# ---- design 1 ----
--- src/rtl/hazard_stall_controller.sv ---
// Pipeline sequencer: load-use / branch-after-load stalls, redirect flushes,
// memory-wait freeze, plus wrap-around stall and flush event counters.
module hazard_stall_controller #(
    parameter int CNT_W = 16
) (
    input  logic             clk,
    input  logic             rst_n,
    input  logic [4:0]       IFID_RS,
    input  logic [4:0]       IFID_RT,
    input  logic             IFID_UsesRT,
    input  logic             IFID_Branch,
    input  logic             IFID_Jump,
    input  logic             BranchTaken,
    input  logic             IDEX_MemRead,
    input  logic             IDEX_RegWrite,
    input  logic [4:0]       WriteReg,
    input  logic             EXMEM_MemRead,
    input  logic [4:0]       EXMEM_RD,
    input  logic             MemWait,
    output logic             PCWrite,
    output logic             IFID_Write,
    output logic             IFID_Flush,
    output logic             IDEX_Bubble,
    output logic             PipeHold,
    output logic [CNT_W-1:0] StallCount,
    output logic [CNT_W-1:0] FlushCount,
    output logic [1:0]       State
);

    typedef enum logic [1:0] {
        RUN    = 2'b00,
        BSTALL = 2'b01
    } state_t;

    state_t state_q, state_d;
    logic [CNT_W-1:0] stall_cnt, flush_cnt;

    logic ex_match, mem_match;
    logic load_use, br_load_ex, br_load_mem;
    logic stall, redirect;
    logic do_stall, do_redir;

    // $zero is never a real dependence
    assign ex_match = (WriteReg != 5'd0) &&
                      ((WriteReg == IFID_RS) ||
                       (IFID_UsesRT && (WriteReg == IFID_RT)));
    assign mem_match = (EXMEM_RD != 5'd0) &&
                       ((EXMEM_RD == IFID_RS) ||
                        (IFID_UsesRT && (EXMEM_RD == IFID_RT)));

    assign load_use    = IDEX_MemRead && IDEX_RegWrite && ex_match;
    assign br_load_ex  = IFID_Branch && load_use;
    assign br_load_mem = IFID_Branch && EXMEM_MemRead && mem_match;

    assign stall    = load_use || br_load_mem || (state_q == BSTALL);
    assign redirect = (IFID_Branch && BranchTaken) || IFID_Jump;

    assign do_stall = !MemWait && stall;
    assign do_redir = !MemWait && !stall && redirect;

    always_comb begin
        PCWrite     = 1'b1;
        IFID_Write  = 1'b1;
        IFID_Flush  = 1'b0;
        IDEX_Bubble = 1'b0;
        PipeHold    = 1'b0;
        if (!rst_n) begin
            PCWrite     = 1'b0;
            IFID_Write  = 1'b0;
            IFID_Flush  = 1'b1;
            IDEX_Bubble = 1'b1;
        end else begin
            unique case (1'b1)
                MemWait: begin
                    PCWrite    = 1'b0;
                    IFID_Write = 1'b0;
                    PipeHold   = 1'b1;
                end
                do_stall: begin
                    PCWrite     = 1'b0;
                    IFID_Write  = 1'b0;
                    IDEX_Bubble = 1'b1;
                end
                do_redir: begin
                    IFID_Flush = 1'b1;
                end
                default: ;
            endcase
        end
    end

    always_comb begin
        state_d = state_q;
        if (!MemWait) begin
            case (state_q)
                RUN:     state_d = br_load_ex ? BSTALL : RUN;
                BSTALL:  state_d = RUN;
                default: state_d = RUN;
            endcase
        end
    end

    always_ff @(posedge clk) begin
        if (!rst_n) begin
            state_q   <= RUN;
            stall_cnt <= '0;
            flush_cnt <= '0;
        end else begin
            state_q <= state_d;
            if (do_stall)
                stall_cnt <= stall_cnt + 1'b1;
            if (do_redir)
                flush_cnt <= flush_cnt + 1'b1;
        end
    end

    assign StallCount = stall_cnt;
    assign FlushCount = flush_cnt;
    assign State      = state_q;

endmodule

--- config.mk ---
export PLATFORM = sky130hd
export DESIGN_NAME = hazard_stall_controller
export DESIGN_NICKNAME = d
export VERILOG_FILES = /design/src/rtl/hazard_stall_controller.sv
export SDC_FILE = /design/constraint.sdc
export NUM_CORES = 1
export LEC_CHECK = 0
export CORE_MARGIN = 10
export CORE_UTILIZATION = 49
export DETAILED_ROUTE_END_ITERATION = 10
export PLACE_DENSITY = 0.85
export SYNTH_ARGS = -nofsm -noshare
export SYNTH_HDL_FRONTEND = slang
export SYNTH_SLANG_ARGS = --single-unit
--- constraint.sdc ---
create_clock -name clk -period 5.6 [get_ports clk]
set_clock_uncertainty 0.2 [all_clocks]
set_input_delay 1.12 -clock clk [delete_from_list [all_inputs] [get_ports clk]]
set_output_delay 1.12 -clock clk [all_outputs]
set_load 0.01 [all_outputs]
Figure 1. M1 wires (design 1).
Drawn at 3 px/um.
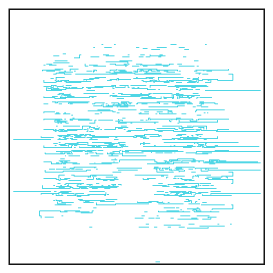
main direction: horizontal
share of all routed wire: 42%
wire length on this layer: 2430 um
longest straight run: 24.8 um
nets with wire on the layer: 295

Figure 2. Routing congestion map (design 1).
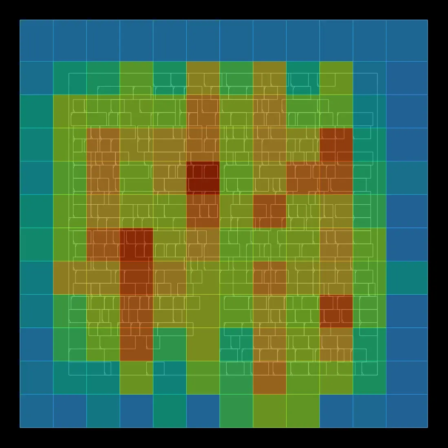
fraction of met3 tracks used by global routing: 6.38%
global-route track usage on met2: 26.9%

==> flow_results.xml <==
<?xml version="1.0" encoding="UTF-8"?>
<metrics>
  <group name="job">
    <metric name="maxCapViolations" unit="">0</metric>
  </group>
  <group name="pwr">
    <metric name="cellInternalPower" unit="uW">371</metric>
    <metric name="netSwitchingFraction" unit="%">25.1</metric>
    <metric name="total_switching_power" unit="uW">124</metric>
    <metric name="comb_power" unit="uW">73.4</metric>
    <metric name="power_leader" unit="">registers</metric>
  </group>
  <group name="synthesis">
    <metric name="post_synth_mux_area_share" unit="%">4.42</metric>
    <metric name="enable_flop_cells" unit="">0</metric>
    <metric name="postSynth.asyncResetShare" unit="%">0</metric>
    <metric name="post_synth_inst_count" unit="">244</metric>
    <metric name="synth_area_per_cell" unit="sq um">8.35</metric>
  </group>
  <group name="global_route">
    <metric name="grt_use_met1" unit="%">18.2</metric>
    <metric name="grt_start_max_net_pins" unit="">35</metric>
  </group>
  <group name="layout">
    <metric name="final_design_area_no_fill" unit="sq um">2810</metric>
    <metric name="design.seq.count" unit="">33</metric>
    <metric name="non_clock_buffer_count" unit="">72</metric>
    <metric name="final_common_cell" unit="">sky130_fd_sc_hd__clkdlybuf4s50_1</metric>
    <metric name="area_dominant_class" unit="">combinational gates</metric>
  </group>
  <group name="min_path">
    <metric name="min_path_type" unit="">reg2reg</metric>
  </group>
  <group name="die">
    <metric name="rows" unit="">23</metric>
    <metric name="die_height" unit="um">84.5</metric>
  </group>
  <group name="setup_path">
    <metric name="timing.reg2reg.worst_path_depth" unit="">6</metric>
    <metric name="cp_num_buf_inv" unit="">2</metric>
    <metric name="crit_path_frequent_cell" unit="">sky130_fd_sc_hd__clkdlybuf4s50_1</metric>
    <metric name="worst_r2r_startpoint" unit="">FlushCount[0]</metric>
  </group>
  <group name="drt">
    <metric name="drc" unit="">0</metric>
    <metric name="post_route_met1_wirelength" unit="mm">2.43</metric>
    <metric name="routed_wire_length_per_instance" unit="um">16.3</metric>
  </group>
  <group name="sta">
    <metric name="period_minus_slack" unit="ns">4.72</metric>
    <metric name="setup_ws" unit="ns">0.885</metric>
  </group>
  <group name="status">
    <metric name="outcome" unit="">completed</metric>
  </group>
  <group name="placement">
    <metric name="post_detailed_placement_half_perimeter_wirelength" unit="mm">4.32</metric>
    <metric name="dpl_cell_area" unit="sq um">2720</metric>
  </group>
  <group name="clock_tree">
    <metric name="post_cts_resize_count" unit="">0</metric>
  </group>
</metrics>
Figure 3. Clock network drawn from the DEF (design 1).
Drawn at 3 px/um.
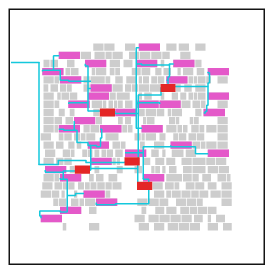
legend:
  cyan:
    item: clock wires
    length: 456 um
  red:
    item: clock drivers
    count: 5
  magenta:
    item: flip-flops
    count: 33
routed clock nets: 6
insertion delay of the later-clocked pin in the worst-skew pair: 0.28 ns
clock group power: 184 uW
clock network fraction of design power: 37.2%


# ---- design 2 ----
Figure 4. Routing congestion map (design 2).
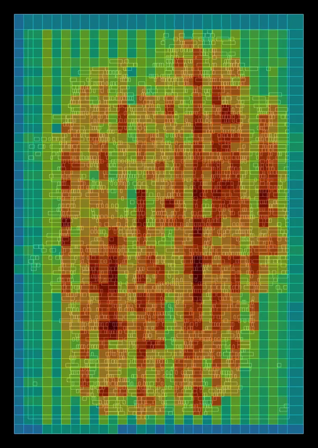
Figure 5. Sequential cells grouped by signal name (design 2).
Drawn at 1.5 px/um. Other sequential cells in the stronger grey, the rest of the logic in the fainter grey.
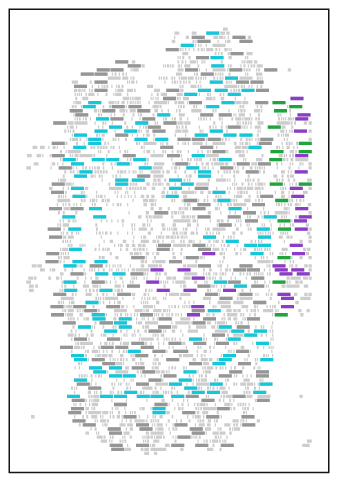
--- src/rtl/pwm_bank_if.sv ---
// Register bus for pwm_bank: word address, single-cycle read/write strobes,
// registered read data.
interface pwm_bank_if;
  logic [7:0]  address;
  logic        read;
  logic [31:0] readdata;
  logic        write;
  logic [31:0] writedata;

  modport master (output address, read, write, writedata, input readdata);
  modport slave  (input address, read, write, writedata, output readdata);
endinterface

--- src/rtl/pwm_bank.sv ---
// Bank of NUM_CH PWM channels sharing one period counter, with shadowed PERIOD/DUTY
// registers. Define PWM_BANK_IRQ_EN to add the wrap interrupt (irq port, CTRL bit2).
module pwm_bank #(
  parameter int unsigned NUM_CH = 8,
  parameter int unsigned CNT_W  = 16
) (
  input  logic              clock,
  input  logic              reset,
  pwm_bank_if.slave         bus,
  output logic [NUM_CH-1:0] pwm_out
`ifdef PWM_BANK_IRQ_EN
  ,
  output logic              irq
`endif
);

  localparam logic [7:0] ADDR_CTRL   = 8'd0;
  localparam logic [7:0] ADDR_PERIOD = 8'd1;
  localparam logic [7:0] ADDR_STATUS = 8'd2;
  localparam logic [7:0] ADDR_DUTY0  = 8'd4;

  logic             ctrl_enable;
  logic             ctrl_invert;
  logic             ctrl_irq_en;
  logic             irq_pending;
  logic [CNT_W-1:0] period_shadow;
  logic [CNT_W-1:0] period_active;
  logic [CNT_W-1:0] duty_shadow [NUM_CH];
  logic [CNT_W-1:0] duty_active [NUM_CH];
  logic [CNT_W-1:0] counter;
  logic [15:0]      wrap_cnt;
  logic [31:0]      rdata_q;
  logic [31:0]      rdata_next;

  logic             wrap;
  logic             load_active;
  logic             ctrl_wr;
  logic             status_wr;
  logic             period_wr;
  logic [NUM_CH-1:0] duty_wr;
  logic [CNT_W-1:0] wdata_cnt;
  logic [CNT_W-1:0] period_next;
  logic [CNT_W-1:0] duty_next [NUM_CH];
  logic             unused_wdata;

  assign unused_wdata = ^bus.writedata;
  assign bus.readdata = rdata_q;

  // A write coinciding with a load must reach the active copy, so the active
  // registers load from the post-write shadow value rather than the old one.
  always_comb begin
    wdata_cnt   = bus.writedata[CNT_W-1:0];
    ctrl_wr     = bus.write && (bus.address == ADDR_CTRL);
    status_wr   = bus.write && (bus.address == ADDR_STATUS);
    period_wr   = bus.write && (bus.address == ADDR_PERIOD);
    wrap        = ctrl_enable && (counter == period_active);
    load_active = !ctrl_enable || wrap;
    period_next = period_wr ? wdata_cnt : period_shadow;
    duty_wr     = '0;
    for (int unsigned i = 0; i < NUM_CH; i++) begin
      duty_wr[i]   = bus.write && (bus.address == 8'(ADDR_DUTY0 + i));
      duty_next[i] = duty_wr[i] ? wdata_cnt : duty_shadow[i];
    end
  end

  always_comb begin
    rdata_next = '0;
    if (bus.read) begin
      case (bus.address)
        ADDR_CTRL:   rdata_next = {29'd0, ctrl_irq_en, ctrl_invert, ctrl_enable};
        ADDR_PERIOD: rdata_next = 32'(period_shadow);
        ADDR_STATUS: rdata_next = {wrap_cnt, 14'd0, irq_pending, ctrl_enable};
        default: begin
          for (int unsigned i = 0; i < NUM_CH; i++) begin
            if (bus.address == 8'(ADDR_DUTY0 + i)) rdata_next = 32'(duty_shadow[i]);
          end
        end
      endcase
    end
  end

  always_ff @(posedge clock or negedge reset) begin
    if (!reset) begin
      ctrl_enable   <= 1'b0;
      ctrl_invert   <= 1'b0;
      period_shadow <= '0;
      period_active <= '0;
      for (int unsigned i = 0; i < NUM_CH; i++) begin
        duty_shadow[i] <= '0;
        duty_active[i] <= '0;
      end
      counter  <= '0;
      wrap_cnt <= '0;
      pwm_out  <= '0;
      rdata_q  <= '0;
    end else begin
      if (ctrl_wr) begin
        ctrl_enable <= bus.writedata[0];
        ctrl_invert <= bus.writedata[1];
      end
      period_shadow <= period_next;
      for (int unsigned i = 0; i < NUM_CH; i++) begin
        duty_shadow[i] <= duty_next[i];
      end
      if (load_active) begin
        period_active <= period_next;
        for (int unsigned i = 0; i < NUM_CH; i++) begin
          duty_active[i] <= duty_next[i];
        end
      end
      if (!ctrl_enable || wrap) counter <= '0;
      else                      counter <= counter + CNT_W'(1);
      if (wrap) wrap_cnt <= wrap_cnt + 16'd1;
      for (int unsigned i = 0; i < NUM_CH; i++) begin
        pwm_out[i] <= ctrl_enable && ((counter < duty_active[i]) ^ ctrl_invert);
      end
      rdata_q <= rdata_next;
    end
  end

`ifdef PWM_BANK_IRQ_EN
  // A wrap in the same cycle as a STATUS write wins so no wrap event is lost.
  always_ff @(posedge clock or negedge reset) begin
    if (!reset) begin
      ctrl_irq_en <= 1'b0;
      irq_pending <= 1'b0;
    end else begin
      if (ctrl_wr) ctrl_irq_en <= bus.writedata[2];
      if (wrap && ctrl_irq_en) irq_pending <= 1'b1;
      else if (status_wr)      irq_pending <= 1'b0;
    end
  end

  assign irq = irq_pending;
`else
  logic unused_status_wr;
  assign unused_status_wr = status_wr;
  assign ctrl_irq_en      = 1'b0;
  assign irq_pending      = 1'b0;
`endif

endmodule

--- src/flat_wrapper.sv ---
// flat-port wrapper written by rule: the top's interface ports become plain ports
module pwm_bank_flat 
#(
  parameter int unsigned NUM_CH = 8,
  parameter int unsigned CNT_W  = 16
)
  (clock, reset, pwm_out, bus_address, bus_read, bus_write, bus_writedata, bus_readdata);
  pwm_bank_if bus_i ();
  input  logic clock;
  input  logic reset;
  output logic [NUM_CH-1:0] pwm_out;
  input wire logic [$bits(bus_i.address)-1:0] bus_address;
  input wire logic [$bits(bus_i.read)-1:0] bus_read;
  input wire logic [$bits(bus_i.write)-1:0] bus_write;
  input wire logic [$bits(bus_i.writedata)-1:0] bus_writedata;
  output wire logic [$bits(bus_i.readdata)-1:0] bus_readdata;
  assign bus_i.address = bus_address;
  assign bus_i.read = bus_read;
  assign bus_i.write = bus_write;
  assign bus_i.writedata = bus_writedata;
  assign bus_readdata = bus_i.readdata;
  pwm_bank #(.NUM_CH(NUM_CH), .CNT_W(CNT_W)) u_core (.clock(clock), .reset(reset), .bus(bus_i), .pwm_out(pwm_out));
endmodule
--- config.mk ---
export PLATFORM = sky130hd
export DESIGN_NAME = pwm_bank_flat
export DESIGN_NICKNAME = d
export VERILOG_FILES = /design/src/rtl/pwm_bank_if.sv /design/src/rtl/pwm_bank.sv /design/src/flat_wrapper.sv
export SDC_FILE = /design/constraint.sdc
export NUM_CORES = 1
export LEC_CHECK = 0
export ABC_AREA = 1
export CAP_MARGIN = 20
export CORE_ASPECT_RATIO = 1.5
export CORE_MARGIN = 10
export CORE_UTILIZATION = 34
export CTS_CLUSTER_SIZE = 20
export DETAILED_ROUTE_END_ITERATION = 8
export PLACE_DENSITY = 0.54
export SKIP_LAST_GASP = 1
export SYNTH_ARGS = -nofsm -noshare
export SYNTH_HDL_FRONTEND = slang
export SYNTH_SLANG_ARGS = --single-unit
--- constraint.sdc ---
create_clock -name clock -period 2.1 [get_ports clock]
set_input_delay 0.315 -clock clock [delete_from_list [all_inputs] [get_ports clock]]
set_output_delay 0.315 -clock clock [all_outputs]
set_load 0.1 [all_outputs]
==> flow_results.xml <==
<?xml version="1.0" encoding="UTF-8"?>
<metrics>
  <group name="setup_path">
    <metric name="r2r_setup_slack" unit="ns">0.04</metric>
    <metric name="path_max_fanout" unit="">6</metric>
    <metric name="cp_top_family" unit="">simple AND/OR/NAND/NOR gates</metric>
    <metric name="path_cells" unit="">buf_4 -&gt; ha_1 -&gt; nand2_1 -&gt; o21ai_1 -&gt; buf_4 -&gt; nand2_1 -&gt; nand2_1 -&gt; buf_12 -&gt; nand2_1 -&gt; nand3_1 -&gt; nand2_1 -&gt; nor2_2</metric>
    <metric name="endpoint_kind" unit="">flip-flop</metric>
  </group>
  <group name="pwr">
    <metric name="cellPowerDensity" unit="nW/um^2">731</metric>
    <metric name="cellInternalPower" unit="mW">11.9</metric>
    <metric name="final_total_pwr" unit="mW">16.6</metric>
    <metric name="comb_power_share" unit="%">15.1</metric>
    <metric name="static_leakage" unit="nW">11.2</metric>
    <metric name="comb_power" unit="mW">2.50</metric>
  </group>
  <group name="synthesis">
    <metric name="synth_area_leader_cell" unit="">sky130_fd_sc_hd__dfrtp_1</metric>
    <metric name="most_common_cell" unit="">sky130_fd_sc_hd__nand2_1</metric>
    <metric name="netlist.area_leader.share" unit="%">48.2</metric>
    <metric name="synth_area_in_simple_gates" unit="%">26.2</metric>
    <metric name="synthDistinctLibCells" unit="">30</metric>
  </group>
  <group name="drt">
    <metric name="detailroute.via_count" unit="">16506</metric>
    <metric name="top_layer_used" unit="">met4</metric>
    <metric name="routed_length_on_met3" unit="mm">2.65</metric>
    <metric name="post_route_met1_wirelength" unit="mm">25.4</metric>
  </group>
  <group name="die">
    <metric name="chipArea" unit="sq um">65200</metric>
    <metric name="rows" unit="">105</metric>
    <metric name="die_height" unit="um">308</metric>
  </group>
  <group name="sta">
    <metric name="relSlewSlack" unit="%">55.5</metric>
    <metric name="slew_violations" unit="">0</metric>
    <metric name="period_used_share" unit="%">98.1</metric>
    <metric name="timing.final.setup_violations" unit="">0</metric>
  </group>
  <group name="placement">
    <metric name="placedCellCount" unit="">3156</metric>
    <metric name="dpl_cell_area" unit="sq um">21300</metric>
    <metric name="port_buffer_cells" unit="">67</metric>
    <metric name="routabilityCongestion" unit="">0.909</metric>
  </group>
  <group name="job">
    <metric name="tool_warnings" unit="">44</metric>
  </group>
  <group name="layout">
    <metric name="synthToLayoutAreaGrowth" unit="%">21.1</metric>
    <metric name="final_common_cell" unit="">sky130_fd_sc_hd__nand2_1</metric>
    <metric name="clock_cell_area_share" unit="%">5.11</metric>
    <metric name="area.share.combinational" unit="%">36.6</metric>
    <metric name="count_of_antenna_diodes_in_the_layout" unit="">0</metric>
    <metric name="non_clock_buffer_count" unit="">245</metric>
    <metric name="n_fill_cell" unit="">5542</metric>
    <metric name="seq_area_share" unit="%">39.9</metric>
  </group>
  <group name="clock_tree">
    <metric name="post_cts_hold_fix_buffer_tally" unit="">1</metric>
    <metric name="cts_tree" unit="">done</metric>
    <metric name="numClockSinks" unit="">362</metric>
  </group>
  <group name="status">
    <metric name="outcome" unit="">completed</metric>
  </group>
  <group name="global_route">
    <metric name="grt_start_max_net_pins" unit="">77</metric>
  </group>
</metrics>
## Picture notes: Figure 4
final standard cell utilization of the core: 41.6%
global-route layer with the greatest usage: met2

## Picture notes: Figure 5
legend:
  green:
    netlist_name: `u_core.wrap_cnt`
    sequential_cells: 16
  purple:
    netlist_name: `u_core.bus.readdata`
    sequential_cells: 32
  cyan:
    netlist_name: `u_core.duty_shadow`
    sequential_cells: 128



## Gallery

A small window of the routed layout.
picture 1
Window x 51 to 76, y 51 to 76 um. Cells in grey, sequential cells in the stronger grey; small squares are vias.
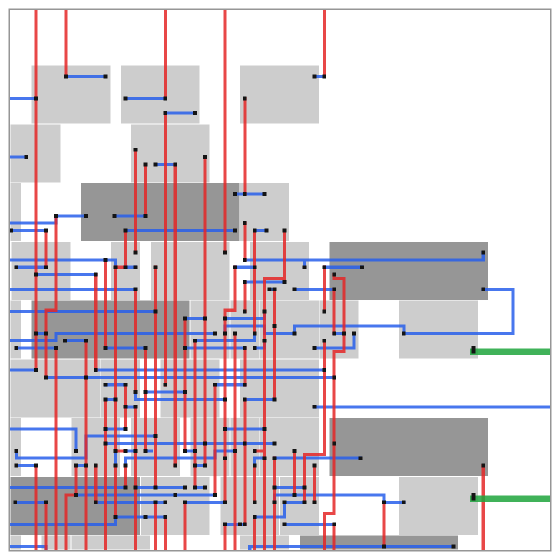
picture 2
Window x 146 to 171, y 218 to 243 um. Cells in grey, sequential cells in the stronger grey; small squares are vias.
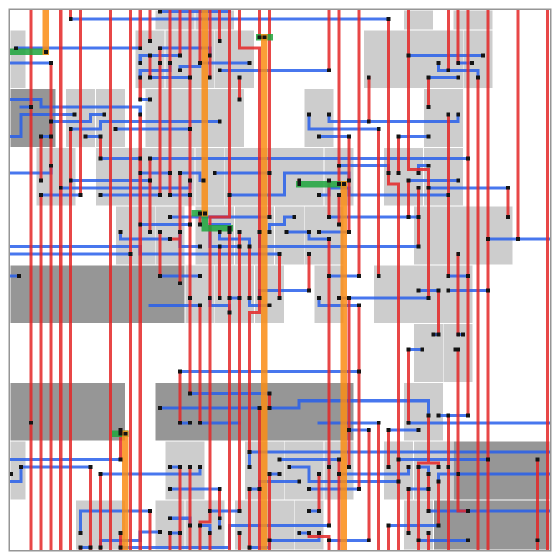
picture 2: design 2
picture 1: design 1

No activity file was given, so power comes from the tool's default toggle rates.
